==================== bchecc_encoder
### Placed standard cells, bchecc_encoder

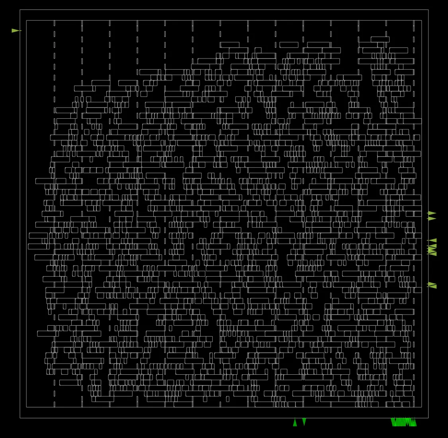

`config.mk`:
```
export PLATFORM = sky130hd
export DESIGN_NAME = bchecc_encoder
export DESIGN_NICKNAME = d
export VERILOG_FILES = /design/src/rtl/bchecc_pkg.sv /design/src/rtl/bchecc_enc_lfsr8.sv /design/src/rtl/bchecc_encoder.sv
export SDC_FILE = /design/constraint.sdc
export NUM_CORES = 1
export LEC_CHECK = 0
export ABC_AREA = 1
export CORE_MARGIN = 3
export CORE_UTILIZATION = 40
export DETAILED_ROUTE_END_ITERATION = 10
export PLACE_DENSITY_LB_ADDON = 0.12
export SYNTH_ARGS = -nofsm -noshare
export SYNTH_HDL_FRONTEND = slang
export SYNTH_SLANG_ARGS = --single-unit
```
`constraint.sdc`:
```
create_clock -name clk_i -period 17.94 [get_ports clk_i]
set_input_delay 4.485 -clock clk_i [delete_from_list [all_inputs] [get_ports clk_i]]
set_output_delay 4.485 -clock clk_i [all_outputs]
set_load 0.05 [all_outputs]
```
`src/rtl/bchecc_pkg.sv`:
```
// BCH(t=15) over GF(2^13) encoder constants, field helpers and FSM state type.
// The generator polynomial is derived at elaboration time from the field
// primitive polynomial x^13+x^4+x^3+x+1 as the product of minimal polynomials m1*m3*...*m29.
package bchecc_pkg;

    localparam int BCH_M         = 13;
    localparam int BCH_T         = 15;
    localparam int BCH_PAR_BITS  = 195;
    localparam int BCH_PAR_BYTES = 25;

    // Low bits of the primitive polynomial (x^13 term implicit in the reduction)
    localparam logic [BCH_M-1:0] BCH_PRIM_LO = 13'h001B;

    typedef enum logic [1:0] {
        ST_IDLE = 2'd0,
        ST_ENC  = 2'd1,
        ST_OUT  = 2'd2
    } bch_state_e;

    // GF(2^13) multiply, shift-and-add with modular reduction
    function automatic logic [BCH_M-1:0] gf_mul(input logic [BCH_M-1:0] a, input logic [BCH_M-1:0] b);
        logic [BCH_M-1:0] p;
        logic [BCH_M-1:0] x;
        p = '0;
        x = a;
        for (int i = 0; i < BCH_M; i++) begin
            if (b[i]) p = p ^ x;
            x = x[BCH_M-1] ? ((x << 1) ^ BCH_PRIM_LO) : (x << 1);
        end
        return p;
    endfunction

    // Minimal polynomial of beta: product of (x + beta^(2^k)), k = 0..12.
    // Coefficients land in GF(2), so only bit 0 of each is kept.
    function automatic logic [BCH_M:0] bch_min_poly(input logic [BCH_M-1:0] beta);
        logic [BCH_M:0][BCH_M-1:0] c;
        logic [BCH_M-1:0]          root;
        logic [BCH_M:0]            m;
        c    = '0;
        c[0] = 13'd1;
        root = beta;
        for (int k = 0; k < BCH_M; k++) begin
            for (int n = BCH_M; n > 0; n--) c[n] = c[n-1] ^ gf_mul(root, c[n]);
            c[0] = gf_mul(root, c[0]);
            root = gf_mul(root, root);
        end
        m = '0;
        for (int n = 0; n <= BCH_M; n++) m[n] = c[n][0];
        return m;
    endfunction

    // Generator g(x) = lcm of minimal polynomials of alpha^1..alpha^2t
    function automatic logic [BCH_PAR_BITS:0] bch_gen_poly();
        logic [BCH_PAR_BITS:0] g;
        logic [BCH_PAR_BITS:0] acc;
        logic [BCH_M:0]        m;
        logic [BCH_M-1:0]      alpha_i;
        g       = '0;
        g[0]    = 1'b1;
        alpha_i = 13'd1;
        for (int i = 1; i < 2 * BCH_T; i++) begin
            alpha_i = gf_mul(alpha_i, 13'd2);
            if ((i % 2) == 1) begin
                m   = bch_min_poly(alpha_i);
                acc = '0;
                for (int n = 0; n <= BCH_M; n++) begin
                    if (m[n]) acc = acc ^ (g << n);
                end
                g = acc;
            end
        end
        return g;
    endfunction

    // Bit 195 is the implicit x^195 term
    localparam logic [BCH_PAR_BITS:0] BCH_GEN_POLY = bch_gen_poly();

endpackage

```
`src/rtl/bchecc_enc_lfsr8.sv`:
```
// Next-remainder function: eight serial BCH LFSR steps unrolled, data MSB first.
// Latency: purely combinational.
// Backpressure: none; the caller decides when to register the result.
module bchecc_enc_lfsr8
    import bchecc_pkg::*;
(
    input  logic [BCH_PAR_BITS-1:0] r_i,
    input  logic [7:0]              d_i,
    output logic [BCH_PAR_BITS-1:0] r_o
);

    logic [BCH_PAR_BITS-1:0] r;
    logic                    fb;

    // Eight divide-by-g(x) steps, bit 7 of the byte first
    always_comb begin
        r  = r_i;
        fb = 1'b0;
        for (int i = 7; i >= 0; i--) begin
            fb = d_i[i] ^ r[BCH_PAR_BITS-1];
            r  = {r[BCH_PAR_BITS-2:0], 1'b0} ^ (fb ? BCH_GEN_POLY[BCH_PAR_BITS-1:0] : '0);
        end
        r_o = r;
    end

endmodule

```
`src/rtl/bchecc_encoder.sv`:
```
// Byte-serial BCH(t=15, GF(2^13)) encoder: DATA_BYTES in, 25 parity bytes out.
// Latency: first parity byte valid the cycle after the last data transfer; 1 byte/cycle each way.
// Backpressure: data_rdy_o only while encoding; par_o/par_vld_o hold while par_rdy_i is low.
// Optional macro BCHECC_ENC_PAR_INV_EN: parity bytes (incl. padding) leave inverted.
module bchecc_encoder
    import bchecc_pkg::*;
#(
    parameter int unsigned DATA_BYTES = 512
) (
    input  logic       clk_i,
    input  logic       rst_i,
    input  logic       start_i,
    input  logic [7:0] data_i,
    input  logic       data_vld_i,
    output logic       data_rdy_o,
    output logic [7:0] par_o,
    output logic       par_vld_o,
    input  logic       par_rdy_i,
    output logic       busy_o,
    output logic       done_o
);

    localparam int        PB        = BCH_PAR_BITS;
    localparam logic [9:0] LAST_DATA = 10'(DATA_BYTES - 1);
    localparam logic [4:0] LAST_PAR  = 5'(BCH_PAR_BYTES - 1);

`ifdef BCHECC_ENC_PAR_INV_EN
    // Inverted parity makes an erased (all 0xFF) page a valid codeword
    localparam logic [7:0] PAR_XOR = 8'hFF;
`else
    localparam logic [7:0] PAR_XOR = 8'h00;
`endif

    bch_state_e    state_q, state_d;
    logic [PB-1:0] lfsr_q, lfsr_d, lfsr_nxt;
    logic [9:0]    dcnt_q, dcnt_d;
    logic [4:0]    pcnt_q, pcnt_d;
    logic          done_q, done_d;

    bchecc_enc_lfsr8 u_lfsr8 (
        .r_i (lfsr_q),
        .d_i (data_i),
        .r_o (lfsr_nxt)
    );

    // State, remainder and counter registers
    always_ff @(posedge clk_i or posedge rst_i) begin
        if (rst_i) begin
            state_q <= ST_IDLE;
            lfsr_q  <= '0;
            dcnt_q  <= '0;
            pcnt_q  <= '0;
            done_q  <= 1'b0;
        end else begin
            state_q <= state_d;
            lfsr_q  <= lfsr_d;
            dcnt_q  <= dcnt_d;
            pcnt_q  <= pcnt_d;
            done_q  <= done_d;
        end
    end

    // Next state, handshakes and parity output; the remainder doubles as the parity shifter
    always_comb begin
        state_d    = state_q;
        lfsr_d     = lfsr_q;
        dcnt_d     = dcnt_q;
        pcnt_d     = pcnt_q;
        done_d     = 1'b0;
        data_rdy_o = 1'b0;
        par_vld_o  = 1'b0;
        par_o      = 8'h00;
        case (state_q)
            ST_IDLE: begin
                if (start_i) begin
                    state_d = ST_ENC;
                    lfsr_d  = '0;
                    dcnt_d  = '0;
                    pcnt_d  = '0;
                end
            end
            ST_ENC: begin
                data_rdy_o = 1'b1;
                if (data_vld_i) begin
                    lfsr_d = lfsr_nxt;
                    if (dcnt_q == LAST_DATA) begin
                        state_d = ST_OUT;
                        dcnt_d  = '0;
                    end else begin
                        dcnt_d = dcnt_q + 10'd1;
                    end
                end
            end
            ST_OUT: begin
                par_vld_o = 1'b1;
                // Zeros shifted in below r[2:0] form the padding of the last byte
                par_o     = lfsr_q[PB-1 -: 8] ^ PAR_XOR;
                if (par_rdy_i) begin
                    lfsr_d = {lfsr_q[PB-9:0], 8'h00};
                    if (pcnt_q == LAST_PAR) begin
                        state_d = ST_IDLE;
                        pcnt_d  = '0;
                        done_d  = 1'b1;
                    end else begin
                        pcnt_d = pcnt_q + 5'd1;
                    end
                end
            end
            default: state_d = ST_IDLE;
        endcase
    end

    assign busy_o = (state_q != ST_IDLE);
    assign done_o = done_q;

endmodule

```
==================== des_job_ctrl_flat
$ cat src/rtl/des_host_pkg.sv
// Shared definitions for the descrypt host-bus job controller:
// FSM state encoding, frame sizes and status-port bit positions.
package des_host_pkg;

    typedef enum logic [2:0] {
        ST_IDLE   = 3'd0,
        ST_LOAD   = 3'd1,
        ST_LAUNCH = 3'd2,
        ST_WAIT   = 3'd3,
        ST_READY  = 3'd4
    } job_state_t;

    localparam int SALT_BYTES    = 2;
    localparam int DES_KEY_BYTES = 8;
    localparam int DES_RES_BYTES = 8;

    localparam int PD_BUSY      = 0;
    localparam int PD_RES_VALID = 1;
    localparam int PD_BAD_SALT  = 2;
    localparam int PD_OVERRUN   = 3;
    localparam int PD_IDX_LSB   = 4;

endpackage

$ cat src/rtl/des_job_ctrl_if.sv
// Host slow-bus pins plus the DES core launch/result signals, bundled so the
// controller sees one port; slave = controller side, master = host/core side.
interface des_job_ctrl_if;

    logic        SLOWCLK;
    logic        CS;
    logic        WR;
    logic        RD;
    logic [7:0]  pc;
    logic [7:0]  pb;
    logic [7:0]  pd;
    logic        core_start;
    logic [11:0] core_salt;
    logic [63:0] core_key;
    logic        core_done;
    logic [63:0] core_result;

    modport slave (
        input  SLOWCLK, CS, WR, RD, pc, core_done, core_result,
        output pb, pd, core_start, core_salt, core_key
    );

    modport master (
        input  pb, pd, core_start, core_salt, core_key,
        output SLOWCLK, CS, WR, RD, pc, core_done, core_result
    );

endinterface

$ cat src/rtl/des_salt_decode.sv
// Maps one crypt(3) salt character from the ./0-9A-Za-z alphabet to its 6-bit
// value; anything outside the alphabet decodes to 0 and raises o_invalid.
module des_salt_decode (
    input  logic [7:0] i_char,
    output logic [5:0] o_val,
    output logic       o_invalid
);

    always_comb begin
        o_val     = 6'd0;
        o_invalid = 1'b0;
        if (i_char == 8'h2E) begin
            o_val = 6'd0;
        end else if (i_char == 8'h2F) begin
            o_val = 6'd1;
        end else if (i_char >= 8'h30 && i_char <= 8'h39) begin
            o_val = 6'(i_char - 8'd46);
        end else if (i_char >= 8'h41 && i_char <= 8'h5A) begin
            o_val = 6'(i_char - 8'd53);
        end else if (i_char >= 8'h61 && i_char <= 8'h7A) begin
            o_val = 6'(i_char - 8'd59);
        end else begin
            o_invalid = 1'b1;
        end
    end

endmodule

$ cat src/rtl/des_job_ctrl.sv
// Host-bus sequencer for one descrypt job: collects salt+key bytes, pulses
// core_start, waits for core_done and streams the 64-bit result back on pb.
module des_job_ctrl
    import des_host_pkg::*;
#(
    parameter int SYNC_STAGES = 2,
    parameter int KEY_BYTES   = DES_KEY_BYTES,
    parameter int RES_BYTES   = DES_RES_BYTES
) (
    input  logic           CLK,
    input  logic           RESET,
    des_job_ctrl_if.slave  host
);

    localparam int FRAME_BYTES = SALT_BYTES + KEY_BYTES;

    logic [SYNC_STAGES-1:0] r_slow_sync;
    logic [SYNC_STAGES-1:0] r_cs_sync;
    logic [SYNC_STAGES-1:0] r_wr_sync;
    logic [SYNC_STAGES-1:0] r_rd_sync;
    logic [7:0]             r_pc_sync [SYNC_STAGES];
    logic                   r_slow_prev;

    job_state_t  r_state;
    logic [3:0]  r_idx;
    logic [11:0] r_core_salt;
    logic [63:0] r_core_key;
    logic [63:0] r_result;
    logic        r_result_valid;
    logic        r_bad_salt;
    logic        r_overrun;
    logic        r_busy;
    logic        r_core_start;
    logic [7:0]  r_pb;

    logic        w_slow, w_cs, w_wr, w_rd;
    logic [7:0]  w_pc;
    logic        w_strobe, w_wr_strobe, w_rd_strobe, w_clash;
    logic        w_frame_open, w_new_frame, w_store;
    logic [3:0]  w_pos;
    logic [2:0]  w_slot;
    logic [63:0] w_key_mask;
    logic [7:0]  w_key_byte;
    logic [7:0]  w_res_byte;
    logic [5:0]  w_dec_val;
    logic        w_dec_bad;
    logic [7:0]  w_pd;

    // All host pins share the same depth so pc stays aligned with its strobe.
    always_ff @(posedge CLK or posedge RESET) begin
        if (RESET) begin
            r_slow_sync <= '0;
            r_cs_sync   <= '0;
            r_wr_sync   <= '0;
            r_rd_sync   <= '0;
            r_slow_prev <= 1'b0;
            for (int k = 0; k < SYNC_STAGES; k++) begin
                r_pc_sync[k] <= 8'h00;
            end
        end else begin
            r_slow_sync[0] <= host.SLOWCLK;
            r_cs_sync[0]   <= host.CS;
            r_wr_sync[0]   <= host.WR;
            r_rd_sync[0]   <= host.RD;
            r_pc_sync[0]   <= host.pc;
            for (int k = 1; k < SYNC_STAGES; k++) begin
                r_slow_sync[k] <= r_slow_sync[k-1];
                r_cs_sync[k]   <= r_cs_sync[k-1];
                r_wr_sync[k]   <= r_wr_sync[k-1];
                r_rd_sync[k]   <= r_rd_sync[k-1];
                r_pc_sync[k]   <= r_pc_sync[k-1];
            end
            r_slow_prev <= w_slow;
        end
    end

    assign w_slow = r_slow_sync[SYNC_STAGES-1];
    assign w_cs   = r_cs_sync[SYNC_STAGES-1];
    assign w_wr   = r_wr_sync[SYNC_STAGES-1];
    assign w_rd   = r_rd_sync[SYNC_STAGES-1];
    assign w_pc   = r_pc_sync[SYNC_STAGES-1];

    assign w_strobe    = (w_slow != r_slow_prev) && w_cs;
    assign w_wr_strobe = w_strobe && w_wr && !w_rd;
    assign w_rd_strobe = w_strobe && w_rd && !w_wr;
    assign w_clash     = w_strobe && w_wr && w_rd;

    // A write strobe from IDLE or READY always opens a fresh frame at byte 0.
    assign w_frame_open = (r_state == ST_LOAD) && w_cs && w_wr;
    assign w_new_frame  = w_wr_strobe && (r_state == ST_IDLE || r_state == ST_READY);
    assign w_store      = w_new_frame || (w_frame_open && w_wr_strobe);
    assign w_pos        = w_new_frame ? 4'd0 : r_idx;
    assign w_slot       = w_pos[2:0] - 3'(SALT_BYTES);
    assign w_key_mask   = 64'hFF00_0000_0000_0000 >> {w_slot, 3'b000};
    assign w_key_byte   = {w_pc[6:0], 1'b0};
    assign w_res_byte   = 8'(r_result >> {~r_idx[2:0], 3'b000});

    des_salt_decode u_salt_decode (
        .i_char    (w_pc),
        .o_val     (w_dec_val),
        .o_invalid (w_dec_bad)
    );

    always_ff @(posedge CLK or posedge RESET) begin
        if (RESET) begin
            r_state        <= ST_IDLE;
            r_idx          <= 4'd0;
            r_core_salt    <= 12'h000;
            r_core_key     <= 64'h0;
            r_result       <= 64'h0;
            r_result_valid <= 1'b0;
            r_bad_salt     <= 1'b0;
            r_overrun      <= 1'b0;
            r_busy         <= 1'b0;
            r_core_start   <= 1'b0;
            r_pb           <= 8'h00;
        end else begin
            r_core_start <= 1'b0;
            r_pb         <= r_result_valid ? w_res_byte : 8'h00;
            if (w_clash) begin
                r_overrun <= 1'b1;
            end

            // Salt/key registers only move while a frame is being written,
            // so they stay frozen from launch until the core answers.
            if (w_store) begin
                if (w_pos == 4'd0) begin
                    r_core_salt[5:0] <= w_dec_val;
                    r_bad_salt       <= w_dec_bad;
                    r_overrun        <= 1'b0;
                end else if (w_pos == 4'd1) begin
                    r_core_salt[11:6] <= w_dec_val;
                    if (w_dec_bad) begin
                        r_bad_salt <= 1'b1;
                    end
                end else begin
                    r_core_key <= (r_core_key & ~w_key_mask) | ({8{w_key_byte}} & w_key_mask);
                end
            end

            case (r_state)
                ST_IDLE: begin
                    if (w_new_frame) begin
                        r_idx   <= 4'd1;
                        r_state <= ST_LOAD;
                    end
                end
                ST_LOAD: begin
                    if (!w_frame_open) begin
                        r_idx   <= 4'd0;
                        r_state <= ST_IDLE;
                    end else if (w_wr_strobe) begin
                        if (r_idx == 4'(FRAME_BYTES - 1)) begin
                            r_idx   <= 4'd0;
                            r_busy  <= 1'b1;
                            r_state <= ST_LAUNCH;
                        end else begin
                            r_idx <= r_idx + 4'd1;
                        end
                    end
                end
                ST_LAUNCH: begin
                    r_core_start <= 1'b1;
                    r_state      <= ST_WAIT;
                    if (w_wr_strobe) begin
                        r_overrun <= 1'b1;
                    end
                end
                ST_WAIT: begin
                    if (w_wr_strobe) begin
                        r_overrun <= 1'b1;
                    end
                    if (host.core_done) begin
                        r_result       <= host.core_result;
                        r_result_valid <= 1'b1;
                        r_busy         <= 1'b0;
                        r_idx          <= 4'd0;
                        r_state        <= ST_READY;
                    end
                end
                ST_READY: begin
                    if (w_new_frame) begin
                        r_result_valid <= 1'b0;
                        r_idx          <= 4'd1;
                        r_state        <= ST_LOAD;
                    end else if (w_rd_strobe) begin
                        if (r_idx == 4'(RES_BYTES - 1)) begin
                            r_result_valid <= 1'b0;
                            r_idx          <= 4'd0;
                            r_state        <= ST_IDLE;
                        end else begin
                            r_idx <= r_idx + 4'd1;
                        end
                    end
                end
                default: r_state <= ST_IDLE;
            endcase
        end
    end

    always_comb begin
        w_pd                = 8'h00;
        w_pd[PD_BUSY]       = r_busy;
        w_pd[PD_RES_VALID]  = r_result_valid;
        w_pd[PD_BAD_SALT]   = r_bad_salt;
        w_pd[PD_OVERRUN]    = r_overrun;
        w_pd[PD_IDX_LSB+:4] = r_idx;
    end

    assign host.pb         = r_pb;
    assign host.pd         = w_pd;
    assign host.core_start = r_core_start;
    assign host.core_salt  = r_core_salt;
    assign host.core_key   = r_core_key;

endmodule

$ cat src/flat_wrapper.sv
// flat-port wrapper written by rule: the top's interface ports become plain ports
module des_job_ctrl_flat import des_host_pkg::*;
#(
    parameter int SYNC_STAGES = 2,
    parameter int KEY_BYTES   = DES_KEY_BYTES,
    parameter int RES_BYTES   = DES_RES_BYTES
)
  (CLK, RESET, host_SLOWCLK, host_CS, host_WR, host_RD, host_pc, host_core_done, host_core_result, host_pb, host_pd, host_core_start, host_core_salt, host_core_key);
  des_job_ctrl_if host_i ();
  input  logic CLK;
  input  logic RESET;
  input wire logic [$bits(host_i.SLOWCLK)-1:0] host_SLOWCLK;
  input wire logic [$bits(host_i.CS)-1:0] host_CS;
  input wire logic [$bits(host_i.WR)-1:0] host_WR;
  input wire logic [$bits(host_i.RD)-1:0] host_RD;
  input wire logic [$bits(host_i.pc)-1:0] host_pc;
  input wire logic [$bits(host_i.core_done)-1:0] host_core_done;
  input wire logic [$bits(host_i.core_result)-1:0] host_core_result;
  output wire logic [$bits(host_i.pb)-1:0] host_pb;
  output wire logic [$bits(host_i.pd)-1:0] host_pd;
  output wire logic [$bits(host_i.core_start)-1:0] host_core_start;
  output wire logic [$bits(host_i.core_salt)-1:0] host_core_salt;
  output wire logic [$bits(host_i.core_key)-1:0] host_core_key;
  assign host_i.SLOWCLK = host_SLOWCLK;
  assign host_i.CS = host_CS;
  assign host_i.WR = host_WR;
  assign host_i.RD = host_RD;
  assign host_i.pc = host_pc;
  assign host_i.core_done = host_core_done;
  assign host_i.core_result = host_core_result;
  assign host_pb = host_i.pb;
  assign host_pd = host_i.pd;
  assign host_core_start = host_i.core_start;
  assign host_core_salt = host_i.core_salt;
  assign host_core_key = host_i.core_key;
  des_job_ctrl #(.SYNC_STAGES(SYNC_STAGES), .KEY_BYTES(KEY_BYTES), .RES_BYTES(RES_BYTES)) u_core (.CLK(CLK), .RESET(RESET), .host(host_i));
endmodule
$ cat config.mk
export PLATFORM = sky130hd
export DESIGN_NAME = des_job_ctrl_flat
export DESIGN_NICKNAME = d
export VERILOG_FILES = /design/src/rtl/des_host_pkg.sv /design/src/rtl/des_job_ctrl_if.sv /design/src/rtl/des_salt_decode.sv /design/src/rtl/des_job_ctrl.sv /design/src/flat_wrapper.sv
export SDC_FILE = /design/constraint.sdc
export NUM_CORES = 1
export LEC_CHECK = 0
export CAP_MARGIN = 25
export CORE_MARGIN = 2
export CORE_UTILIZATION = 30
export CTS_CLUSTER_SIZE = 10
export DETAILED_ROUTE_END_ITERATION = 10
export GPL_ROUTABILITY_DRIVEN = 0
export SLEW_MARGIN = 20
export SYNTH_ARGS = -nofsm -noshare
export SYNTH_HDL_FRONTEND = slang
export SYNTH_HIERARCHICAL = 1
export SYNTH_SLANG_ARGS = --single-unit
export TNS_END_PERCENT = 50
$ cat constraint.sdc
create_clock -name CLK -period 8.7 [get_ports CLK]
set_input_delay 2.61 -clock CLK [delete_from_list [all_inputs] [get_ports CLK]]
set_output_delay 2.61 -clock CLK [all_outputs]
set_load 0.01 [all_outputs]
==================== instr_fetch
### src/rtl/instr_fetch.sv
// instr_fetch: single-outstanding instruction fetch unit for a single-cycle core.
// Requests imem at pc, then holds the returned word until the core retires it.
// The next pc comes from the core (pc_new) and is loaded on retire.
//
// Ports:
//   clk, rst_n        clock, asynchronous active-low reset
//   pc                address of instruction being fetched / held
//   pc_new            next pc from core, sampled on retire
//   instr             fetched instruction word
//   instr_valid       instr/pc valid for execution
//   cpu_ready         core retires the held instruction this cycle
//   imem_req          memory read request
//   imem_addr         memory read address (always pc)
//   imem_ack          memory returns imem_rdata this cycle
//   imem_rdata        instruction word from memory
//   retired           retired-instruction counter (wraps)
//   stall_cycles      wait cycles on the current fetch (saturates at 255)
//   fetch_err         misaligned pc_new trapped
//
// Build option: define INSTR_FETCH_ALIGN_TRAP_EN to trap misaligned pc_new
// into a sticky ERR state; otherwise pc_new[1:0] is cleared on load.

module instr_fetch (
    input  logic        clk,
    input  logic        rst_n,
    output logic [31:0] pc,
    input  logic [31:0] pc_new,
    output logic [31:0] instr,
    output logic        instr_valid,
    input  logic        cpu_ready,
    output logic        imem_req,
    output logic [31:0] imem_addr,
    input  logic        imem_ack,
    input  logic [31:0] imem_rdata,
    output logic [31:0] retired,
    output logic [7:0]  stall_cycles,
    output logic        fetch_err
);

    localparam int unsigned XLEN    = 32;
    localparam int unsigned STALL_W = 8;

    typedef enum logic [1:0] {
        IDLE = 2'd0,
        REQ  = 2'd1,
        HOLD = 2'd2,
        ERR  = 2'd3
    } state_t;

    state_t               state_q, state_d;
    logic [XLEN-1:0]      pc_d, instr_d, retired_d;
    logic [STALL_W-1:0]   stall_d;
    logic                 fetch_err_d;

    // Memory address is the registered pc itself.
    assign imem_addr = pc;

    // Next-state and datapath update.
    always_comb begin
        state_d     = state_q;
        pc_d        = pc;
        instr_d     = instr;
        retired_d   = retired;
        stall_d     = stall_cycles;
        fetch_err_d = fetch_err;

        case (state_q)
            IDLE: state_d = REQ;

            REQ: begin
                if (imem_ack) begin
                    instr_d = imem_rdata;
                    state_d = HOLD;
                end else if (stall_cycles != {STALL_W{1'b1}}) begin
                    stall_d = STALL_W'(stall_cycles + STALL_W'(1));
                end
            end

            HOLD: begin
                if (cpu_ready) begin
                    retired_d = XLEN'(retired + XLEN'(1));
                    stall_d   = '0;
                    state_d   = REQ;
`ifdef INSTR_FETCH_ALIGN_TRAP_EN
                    pc_d = pc_new;
                    if (pc_new[1:0] != 2'b00) begin
                        state_d     = ERR;
                        fetch_err_d = 1'b1;
                    end
`else
                    // Word-align: low address bits are dropped on load.
                    pc_d = pc_new & ~XLEN'(3);
`endif
                end
            end

`ifdef INSTR_FETCH_ALIGN_TRAP_EN
            ERR: state_d = ERR;   // sticky until reset
`else
            ERR: state_d = IDLE;  // unreachable; recover if ever entered
`endif

            default: state_d = IDLE;
        endcase
    end

    // State and registered outputs; request/valid decode from next state.
    always_ff @(posedge clk or negedge rst_n) begin
        if (!rst_n) begin
            state_q      <= IDLE;
            pc           <= '0;
            instr        <= '0;
            instr_valid  <= 1'b0;
            imem_req     <= 1'b0;
            retired      <= '0;
            stall_cycles <= '0;
        end else begin
            state_q      <= state_d;
            pc           <= pc_d;
            instr        <= instr_d;
            instr_valid  <= (state_d == HOLD);
            imem_req     <= (state_d == REQ);
            retired      <= retired_d;
            stall_cycles <= stall_d;
        end
    end

`ifdef INSTR_FETCH_ALIGN_TRAP_EN
    // Sticky trap flag.
    always_ff @(posedge clk or negedge rst_n) begin
        if (!rst_n) begin
            fetch_err <= 1'b0;
        end else begin
            fetch_err <= fetch_err_d;
        end
    end
`else
    assign fetch_err = 1'b0;
    logic unused_fetch_err;
    assign unused_fetch_err = fetch_err_d;
`endif

endmodule

### config.mk
export PLATFORM = sky130hd
export DESIGN_NAME = instr_fetch
export DESIGN_NICKNAME = d
export VERILOG_FILES = /design/src/rtl/instr_fetch.sv
export SDC_FILE = /design/constraint.sdc
export NUM_CORES = 1
export LEC_CHECK = 0
export CAP_MARGIN = 40
export CORE_MARGIN = 3
export CORE_UTILIZATION = 35
export CTS_BUF_LIST = sky130_fd_sc_hd__clkbuf_4 sky130_fd_sc_hd__clkbuf_8
export DETAILED_ROUTE_END_ITERATION = 8
export GPL_TIMING_DRIVEN = 0
export PLACE_DENSITY = 0.66
export RECOVER_POWER = 50
export SKIP_LAST_GASP = 1
export SYNTH_ARGS = -nofsm -noshare
export SYNTH_HDL_FRONTEND = slang
export SYNTH_SLANG_ARGS = --single-unit
### constraint.sdc
create_clock -name clk -period 2.08 [get_ports clk]
set_input_delay 0.208 -clock clk [delete_from_list [all_inputs] [get_ports clk]]
set_output_delay 0.208 -clock clk [all_outputs]
set_load 0.02 [all_outputs]
==================== mem_stage
===== config.mk =====
export PLATFORM = sky130hd
export DESIGN_NAME = mem_stage
export DESIGN_NICKNAME = d
export VERILOG_FILES = /design/src/rtl/mem_stage.sv
export SDC_FILE = /design/constraint.sdc
export NUM_CORES = 1
export LEC_CHECK = 0
export CAP_MARGIN = 10
export CORE_MARGIN = 1.5
export CORE_UTILIZATION = 45
export DETAILED_ROUTE_END_ITERATION = 8
export PLACE_DENSITY = 0.8
export SLEW_MARGIN = 20
export SYNTH_ARGS = -nofsm -noshare
export SYNTH_HDL_FRONTEND = slang
export SYNTH_SLANG_ARGS = --single-unit

===== constraint.sdc =====
create_clock -name clk -period 2.3 [get_ports clk]
set_input_delay 0.46 -clock clk [delete_from_list [all_inputs] [get_ports clk]]
set_output_delay 0.46 -clock clk [all_outputs]
set_load 0.01 [all_outputs]

===== src/rtl/mem_stage.sv =====
// rtl/mem_stage.sv - memory-access stage: registers execute results, drives req/gnt/rvalid bus, aligns and extends data
// One write-back record per accepted instruction; upstream is stalled while a bus transaction is open.
module mem_stage #(
  parameter int ADDR_W = 32
) (
  input  logic              clk,
  input  logic              rst,
  input  logic              ex_valid,
  input  logic [31:0]       ex_regcData,
  input  logic [4:0]        ex_regcAddr,
  input  logic              ex_regcWr,
  input  logic [31:0]       ex_memAddr,
  input  logic [31:0]       ex_memData,
  input  logic              ex_readWr,
  input  logic              ex_writeWr,
  input  logic [3:0]        ex_rmask,
  input  logic [3:0]        ex_wmask,
  input  logic              ex_ld_unsigned,
  output logic              mem_busy,
  output logic              dbus_req,
  output logic              dbus_we,
  output logic [ADDR_W-1:0] dbus_addr,
  output logic [3:0]        dbus_be,
  output logic [31:0]       dbus_wdata,
  input  logic              dbus_gnt,
  input  logic              dbus_rvalid,
  input  logic [31:0]       dbus_rdata,
  output logic              wb_valid,
  output logic [4:0]        wb_regcAddr,
  output logic              wb_regcWr,
  output logic [31:0]       wb_regcData,
  output logic              misalign
);

  typedef enum logic [1:0] {IDLE, REQ, WAIT} state_e;
  typedef enum logic [1:0] {SZ_B, SZ_H, SZ_W} size_e;

  state_e              state_q, state_d;
  logic [31:0]         regc_data_q, regc_data_d;
  logic [4:0]          regc_addr_q, regc_addr_d;
  logic                regc_wr_q, regc_wr_d;
  logic [1:0]          off_q, off_d;
  size_e               size_q, size_d;
  logic                ld_unsigned_q, ld_unsigned_d;
  logic [ADDR_W-1:0]   req_addr_q, req_addr_d;
  logic [3:0]          req_be_q, req_be_d;
  logic [31:0]         req_wdata_q, req_wdata_d;
  logic                req_we_q, req_we_d;
  logic                wb_valid_q, wb_valid_d;
  logic [4:0]          wb_addr_q, wb_addr_d;
  logic                wb_wr_q, wb_wr_d;
  logic [31:0]         wb_data_q, wb_data_d;
  logic                misalign_q, misalign_d;

  logic                cap_is_store;
  logic                cap_is_mem;
  logic [3:0]          cap_mask;
  size_e               cap_size;
  logic                cap_misaligned;
  logic [3:0]          cap_be;
  logic [31:0]         cap_wdata;
  logic [31:0]         ld_shift;
  logic [31:0]         ld_data;

  // Store wins when both load and store flags are set.
  always_comb begin
    cap_is_store = ex_writeWr;
    cap_is_mem   = ex_readWr | ex_writeWr;
    cap_mask     = cap_is_store ? ex_wmask : ex_rmask;
    if (cap_mask == 4'b1111)      cap_size = SZ_W;
    else if (cap_mask == 4'b0011) cap_size = SZ_H;
    else                          cap_size = SZ_B;
    cap_misaligned = cap_is_mem &&
                     (((cap_size == SZ_H) && ex_memAddr[0]) ||
                      ((cap_size == SZ_W) && (ex_memAddr[1:0] != 2'b00)));
    cap_be = cap_mask << ex_memAddr[1:0];
    case (cap_size)
      SZ_B:    cap_wdata = {4{ex_memData[7:0]}};
      SZ_H:    cap_wdata = {2{ex_memData[15:0]}};
      default: cap_wdata = ex_memData;
    endcase
  end

  always_comb begin
    ld_shift = dbus_rdata >> {off_q, 3'b000};
    case (size_q)
      SZ_B:    ld_data = {{24{~ld_unsigned_q & ld_shift[7]}}, ld_shift[7:0]};
      SZ_H:    ld_data = {{16{~ld_unsigned_q & ld_shift[15]}}, ld_shift[15:0]};
      default: ld_data = ld_shift;
    endcase
  end

  always_comb begin
    state_d       = state_q;
    regc_data_d   = regc_data_q;
    regc_addr_d   = regc_addr_q;
    regc_wr_d     = regc_wr_q;
    off_d         = off_q;
    size_d        = size_q;
    ld_unsigned_d = ld_unsigned_q;
    req_addr_d    = req_addr_q;
    req_be_d      = req_be_q;
    req_wdata_d   = req_wdata_q;
    req_we_d      = req_we_q;
    wb_valid_d    = 1'b0;
    wb_addr_d     = wb_addr_q;
    wb_wr_d       = wb_wr_q;
    wb_data_d     = wb_data_q;
    misalign_d    = 1'b0;
    case (state_q)
      IDLE: begin
        if (ex_valid) begin
          regc_data_d   = ex_regcData;
          regc_addr_d   = ex_regcAddr;
          regc_wr_d     = ex_regcWr;
          off_d         = ex_memAddr[1:0];
          size_d        = cap_size;
          ld_unsigned_d = ex_ld_unsigned;
          if (!cap_is_mem || cap_misaligned) begin
            // Pass-through or dropped misaligned access retires immediately.
            wb_valid_d = 1'b1;
            wb_addr_d  = ex_regcAddr;
            wb_wr_d    = ex_regcWr & ~cap_misaligned;
            wb_data_d  = ex_regcData;
            misalign_d = cap_misaligned;
          end else begin
            state_d     = REQ;
            req_addr_d  = {ex_memAddr[ADDR_W-1:2], 2'b00};
            req_be_d    = cap_be;
            req_wdata_d = cap_is_store ? cap_wdata : 32'h0;
            req_we_d    = cap_is_store;
          end
        end
      end
      REQ: begin
        if (dbus_gnt) begin
          if (req_we_q) begin
            state_d    = IDLE;
            wb_valid_d = 1'b1;
            wb_addr_d  = regc_addr_q;
            wb_wr_d    = regc_wr_q;
            wb_data_d  = regc_data_q;
          end else begin
            state_d = WAIT;
          end
        end
      end
      WAIT: begin
        if (dbus_rvalid) begin
          state_d    = IDLE;
          wb_valid_d = 1'b1;
          wb_addr_d  = regc_addr_q;
          wb_wr_d    = regc_wr_q;
          wb_data_d  = ld_data;
        end
      end
      default: state_d = IDLE;
    endcase
  end

  always_ff @(posedge clk) begin
    if (rst) begin
      state_q       <= IDLE;
      regc_data_q   <= 32'h0;
      regc_addr_q   <= 5'h0;
      regc_wr_q     <= 1'b0;
      off_q         <= 2'b00;
      size_q        <= SZ_B;
      ld_unsigned_q <= 1'b0;
      req_addr_q    <= '0;
      req_be_q      <= 4'h0;
      req_wdata_q   <= 32'h0;
      req_we_q      <= 1'b0;
      wb_valid_q    <= 1'b0;
      wb_addr_q     <= 5'h0;
      wb_wr_q       <= 1'b0;
      wb_data_q     <= 32'h0;
      misalign_q    <= 1'b0;
    end else begin
      state_q       <= state_d;
      regc_data_q   <= regc_data_d;
      regc_addr_q   <= regc_addr_d;
      regc_wr_q     <= regc_wr_d;
      off_q         <= off_d;
      size_q        <= size_d;
      ld_unsigned_q <= ld_unsigned_d;
      req_addr_q    <= req_addr_d;
      req_be_q      <= req_be_d;
      req_wdata_q   <= req_wdata_d;
      req_we_q      <= req_we_d;
      wb_valid_q    <= wb_valid_d;
      wb_addr_q     <= wb_addr_d;
      wb_wr_q       <= wb_wr_d;
      wb_data_q     <= wb_data_d;
      misalign_q    <= misalign_d;
    end
  end

  assign mem_busy    = (state_q != IDLE);
  assign dbus_req    = (state_q == REQ);
  assign dbus_we     = req_we_q;
  assign dbus_addr   = req_addr_q;
  assign dbus_be     = req_be_q;
  assign dbus_wdata  = req_wdata_q;
  assign wb_valid    = wb_valid_q;
  assign wb_regcAddr = wb_addr_q;
  assign wb_regcWr   = wb_wr_q;
  assign wb_regcData = wb_data_q;
  assign misalign    = misalign_q;

endmodule


### Port wiring, mem_stage

Scale: 3 px per µm.
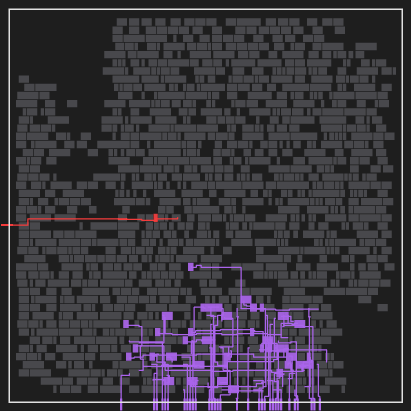
legend:
  mem_busy:
    color: red
    bits: 1
    direction: output
    edge: west
    end_cells: 1
    buffers: 1
    wire: 62.3 µm
  ex_memData:
    color: purple
    bits: 32
    direction: input
    edge: south
    end_cells: 40
    buffers: 32
    wire: 1,280 µm

==> summary.json, mem_stage <==
{
  "outcome": "complete, no violations",
  "highest-signal-layer": "met4",
  "cp_max_fo": 8,
  "worst_hold_path.num_cells": 2,
  "period_used_pct": 99.0,
  "criticalPathCategory": "in2reg",
  "floorplan.initialDensity_pct": 46.0,
  "global_routing_usage_on_met3_pct": 7.13,
  "die_width_um": 130,
  "rsz0062_at_grt": "false",
  "total_power_density_per_cell_area_mw_per_mm2": 830,
  "cap_violations": 0,
  "antenna_left": 0,
  "fin_tns_setup_ns": 0,
  "placementRows": 46,
  "timing.critical_path.max_delay_family": "AND-OR/OR-AND gates",
  "totalPowerFinal_mw": 9.14,
  "placement.io_buffers": 258,
  "cts_max_path_buffers": 2,
  "tritoncts": "done",
  "setup_slack_after_layout_ns": 0.0229,
  "min_from": "rst",
  "wire_per_inst_um": 18.8,
  "synth-edff-count": 0,
  "p_seq_share_pct": 34.4,
  "fa_ha_area_share_pct": 0.684
}
## mem_stage: worst reg2reg max path, cell delays in order, from the launching register on
cell                       delay, ns
sky130_fd_sc_hd__dfxtp_1        0.36
sky130_fd_sc_hd__inv_1          0.10
sky130_fd_sc_hd__ha_1           0.36
sky130_fd_sc_hd__clkinv_1       0.52
sky130_fd_sc_hd__a221oi_1       0.58
sky130_fd_sc_hd__o32ai_2        0.15
### Port wiring, bchecc_encoder

Scale: 2 px per µm.
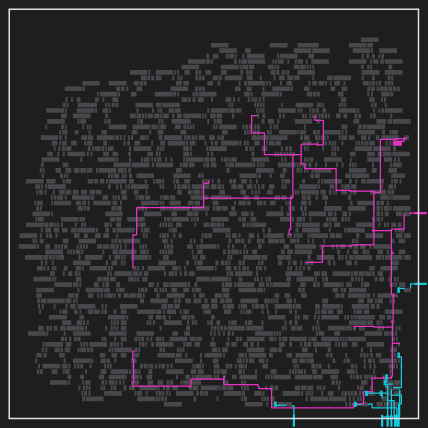
legend:
  par_vld_o:
    color: magenta
    bits: 1
    direction: output
    edge: east
    end_cells: 1
    buffers: 2
    wire: 740 µm
  par_o:
    color: cyan
    bits: 8
    direction: output
    edge: 7 south, 1 east
    end_cells: 8
    buffers: 8
    wire: 166 µm
PortBufs: 24
number of top-level design ports: 25

## Picture notes: 'Placed standard cells' of bchecc_encoder
number of rows created at floorplan: 71
post-layout util: 44.3%

==> summary.json, bchecc_encoder <==
{
  "outcome": "complete, no violations",
  "setup_ws_pre_cts_ns": 9.35,
  "startpoint": "data_i[7]",
  "cell_area_placed_mm2": 0.0160,
  "drt-pass1-iter-count": 5,
  "setup_slack_after_layout_ns": 9.86,
  "worst_hold_path.num_cells": 2,
  "top_usage_layer": "met2",
  "grt_first_pass_wirelength_mm": 81.0,
  "critical_path_buf_inv_count": 3,
  "timing.critical_path.max_delay_family": "simple AND/OR/NAND/NOR gates",
  "fin_cells": 2557,
  "grt_antenna_before_repair": 2,
  "avgViaCountPerCell": 5.38,
  "route.layer.met1.wl_mm": 24.1,
  "crit_path_top_delay_cell": "sky130_fd_sc_hd__nand2_1",
  "yosys.area_share.simple_pct": 24.2,
  "mostFrequentLayoutCell": "sky130_fd_sc_hd__nand2_1",
  "worstRegToRegCells": 17,
  "route.met3.wl_mm": 3.85,
  "number_of_instances_in_the_placed_design": 2509,
  "min_from": "lfsr_q[84]",
  "design.core.area_mm2": 0.0381,
  "synth.cellmix.xorXnorShare_pct": 16.9,
  "floorplan.nets": 2094,
  "fin_tns_setup_ns": 0,
  "comb_area_mm2": 0.00859,
  "ctsHoldBuffers": 0,
  "insertion_delay_ns": 0.56,
  "achievable-frequency_mhz": 124,
  "worst_setup_path_end": "lfsr_q[53]",
  "fillCellCount": 3824,
  "drive_gt1_share_pct": 7.62,
  "report.final.setup_viol": 0,
  "post_synth_main_area_contributors": "sky130_fd_sc_hd__dfrtp_1, sky130_fd_sc_hd__xor2_1, sky130_fd_sc_hd__nand2_1",
  "critical_path.most_common_cell": "sky130_fd_sc_hd__nand2_1",
  "design.die.area_mm2": 0.0416,
  "synth.cell_area_mm2": 0.0157
}
[bchecc_encoder: power breakdown]
part	internal (mW)	total (mW)	switching (mW)
Combinational	0.561	1.90	1.34
Sequential	0.615	0.701	0.0857
Clock	0.325	0.552	0.228
[bchecc_encoder: area by class of cell]
cell class | count | share of cell area (%)
well taps | 511 | 3.78
flip-flops and latches | 213 | 31.5
clock inverters | 10 | 0.615
inverters | 276 | 6.21
clock buffers | 38 | 4.54
repair buffers | 47 | 2.44
multi-input cells | 1462 | 50.9
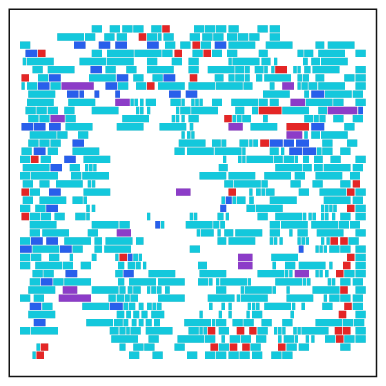
*Cells by drive strength, instr_fetch*
Scale: 3 px per µm.
legend:
  drive 3 to 4:
    color: red
    cells: 42
  drive 1 or less:
    color: cyan
    cells: 539
  drive 2:
    color: blue
    cells: 50
  drive 6 and up:
    color: purple
    cells: 15

==> summary.json, instr_fetch <==
{
  "grt_first_pass_wirelength_mm": 19.1,
  "required_worst_endpoint_ns": 2.39,
  "num-nonclk-buffers": 251,
  "totalPowerFinal_mw": 9.29,
  "cell_area_placed_mm2": 0.00695,
  "worst_hold_path.endpoint": "imem_addr[5]",
  "startpoint": "state_q[1]",
  "ctsHoldBuffers": 1,
  "flop_cell": "sky130_fd_sc_hd__dfrtp_1",
  "worstRegToRegCells": 5,
  "fa_ha_area_share_pct": 0.532,
  "outcome": "complete, no violations",
  "worstHoldPathType": "in2reg",
  "die-height_um": 122,
  "power_top_consumer": "combinational logic",
  "grt_max_degree": 56,
  "n_antenna_cell": 0,
  "grt_use_total_pct": 16.3,
  "synth_chip_area_mm2": 0.00470,
  "yosys.area_share.simple_pct": 18.5,
  "cts-root-buf": "sky130_fd_sc_hd__clkbuf_8",
  "rsz0062_at_grt": "false",
  "timing.critical_path.max_delay_family": "simple AND/OR/NAND/NOR gates",
  "criticalPathCategory": "reg2reg",
  "crit_arrival_ns": 2.21,
  "setup_ws_pre_cts_ns": -0.0542,
  "worst_clock_skew_ns": 0.00717
}
## instr_fetch: routing by layer
layer  GRT usage [%]  vias to the layer above
li1                -                     1812
met1            20.2                     1764
met2            25.8                      151
met3            6.41                       20
met4            5.88                        0
met5               0                        -
## instr_fetch: state kept, by name, summed over array words and instances (netlist names)
name,flops
instr_valid,1
stall_cycles,8
state_q,2
instr,32
imem_addr,30
imem_req,1
retired,32
## instr_fetch: worst register-to-register path, delay by kind of cell, from the launching register on
kind | cells | cell delay (ns)
xor+xnor | 1 | 0.17
flops | 1 | 0.49
simple gates | 3 | 0.93
buf+inv | 1 | 0.24
### Port wiring, des_job_ctrl_flat

Scale: 2 px per µm.
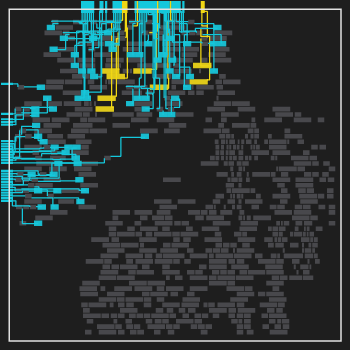
legend:
  host_pb:
    color: yellow
    bits: 8
    direction: output
    edge: north
    end_cells: 8
    buffers: 8
    wire: 316 µm
  host_core_result:
    color: cyan
    bits: 64
    direction: input
    edge: 38 north, 26 west
    end_cells: 64
    buffers: 64
    wire: 2,090 µm
PortBufs: 171
number of top-level design ports: 172

==> summary.json, des_job_ctrl_flat <==
{
  "global_routing_usage_on_met3_pct": 2.80,
  "timing.final.hold_violations": 0,
  "outcome": "complete, no violations",
  "sw_frac_of_total_pct": 28.1,
  "netlist_top_cells_count": "sky130_fd_sc_hd__dfrtp_1, sky130_fd_sc_hd__mux2_2, sky130_fd_sc_hd__nor2_1",
  "synthAoiAreaFrac_pct": 4.66,
  "ys_types": 56,
  "startpoint_type": "register",
  "timing.reg2reg.setup_slack_ns": 6.28,
  "worst_clock_skew_ns": 0.00774,
  "totalPowerFinal_mw": 2.45,
  "grt_antenna_before_repair": 0,
  "syn2layout_area_growth_pct": 34.3,
  "count_of_clock_tree_sinks": 185,
  "synth-cells-yosys": 521,
  "stdcell_area_mm2": 0.0105,
  "synth-async-reset-ratio_pct": 100,
  "post_synth_main_logic_family": "multiplexers"
}
==> des_job_ctrl_flat: worst register-to-register path: cells and delay by family, from the launching register on <==
kind	cells	cell delay [ns]
xor gates and xnor gates	1	0.17
and+or+nand+nor	3	1.37
DFF	1	0.39
muxes	1	0.37
==> des_job_ctrl_flat: layout make-up <==
type / instances / area share [%]
Sequential cell: 185 / 44.2
Multi-Input combinational cell: 298 / 28.5
Timing Repair Buffer: 178 / 17.1
Inverter: 14 / 0.550
Clock inverter: 13 / 1.57
Clock buffer: 19 / 4.14
Tap cell: 330 / 3.95


==> notes/layouts.md <==
Pictures saved along the way, in no particular order.

Signal wires on met1.
shot_01.png
Scale: 4 px per µm. Supply wires on this layer in gray.
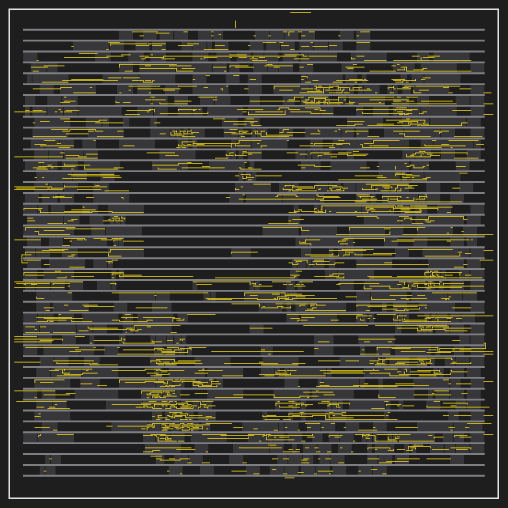
shot_02.png
Scale: 3 px per µm. Supply wires on this layer in gray.
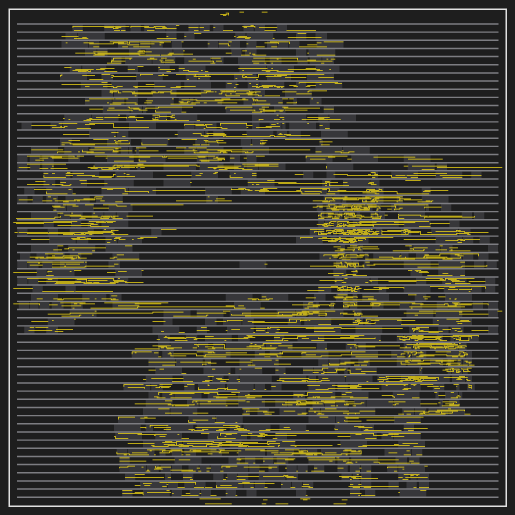
shot_03.png
Scale: 3 px per µm. Supply wires on this layer in gray.
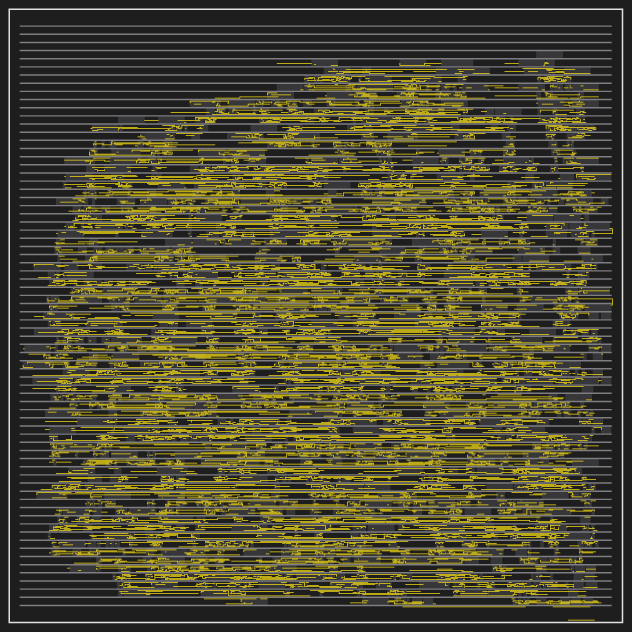
shot_04.png
Scale: 4 px per µm. Supply wires on this layer in gray.
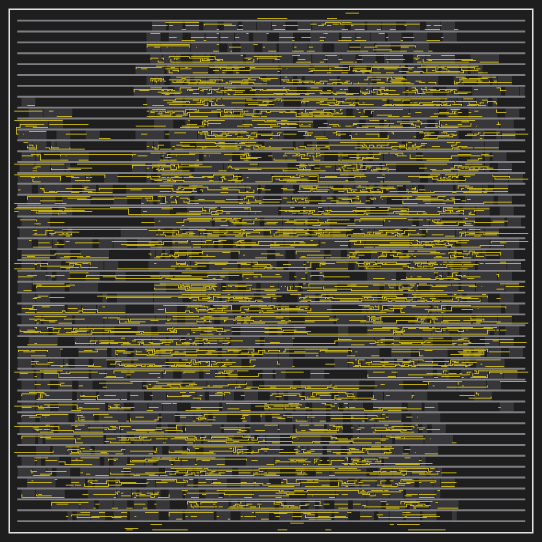
The one with the largest die is shot_03.png.
mem_stage is shot_04.png.
des_job_ctrl_flat is shot_02.png.
bchecc_encoder is shot_03.png.
instr_fetch is shot_01.png.


==> screenshots <==
Placed standard cells.
Plate I
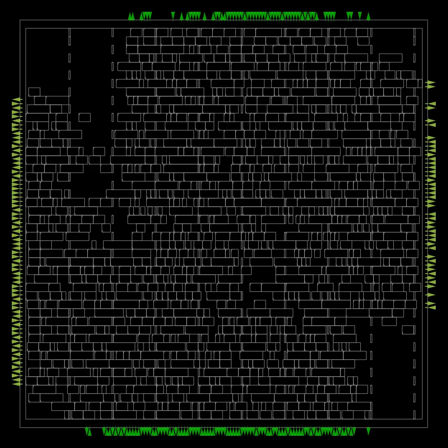
Plate II
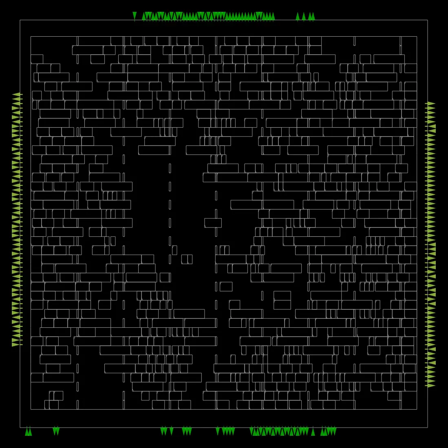
Plate III
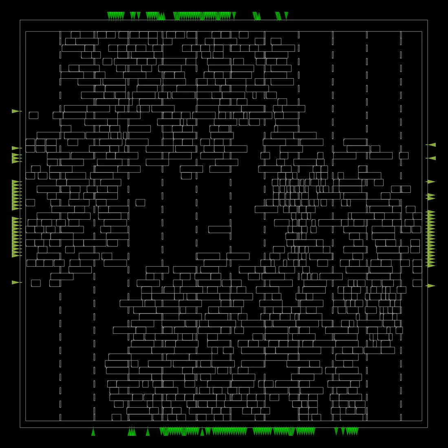
| picture | from |
|---|---|
| Plate III | des_job_ctrl_flat |
| Plate II | instr_fetch |
| Plate I | mem_stage |
The one with the fewest sequential cells is Plate II.
The one with the fewest cells is Plate II.

No activity file was given, so power comes from the tool's default toggle rates.
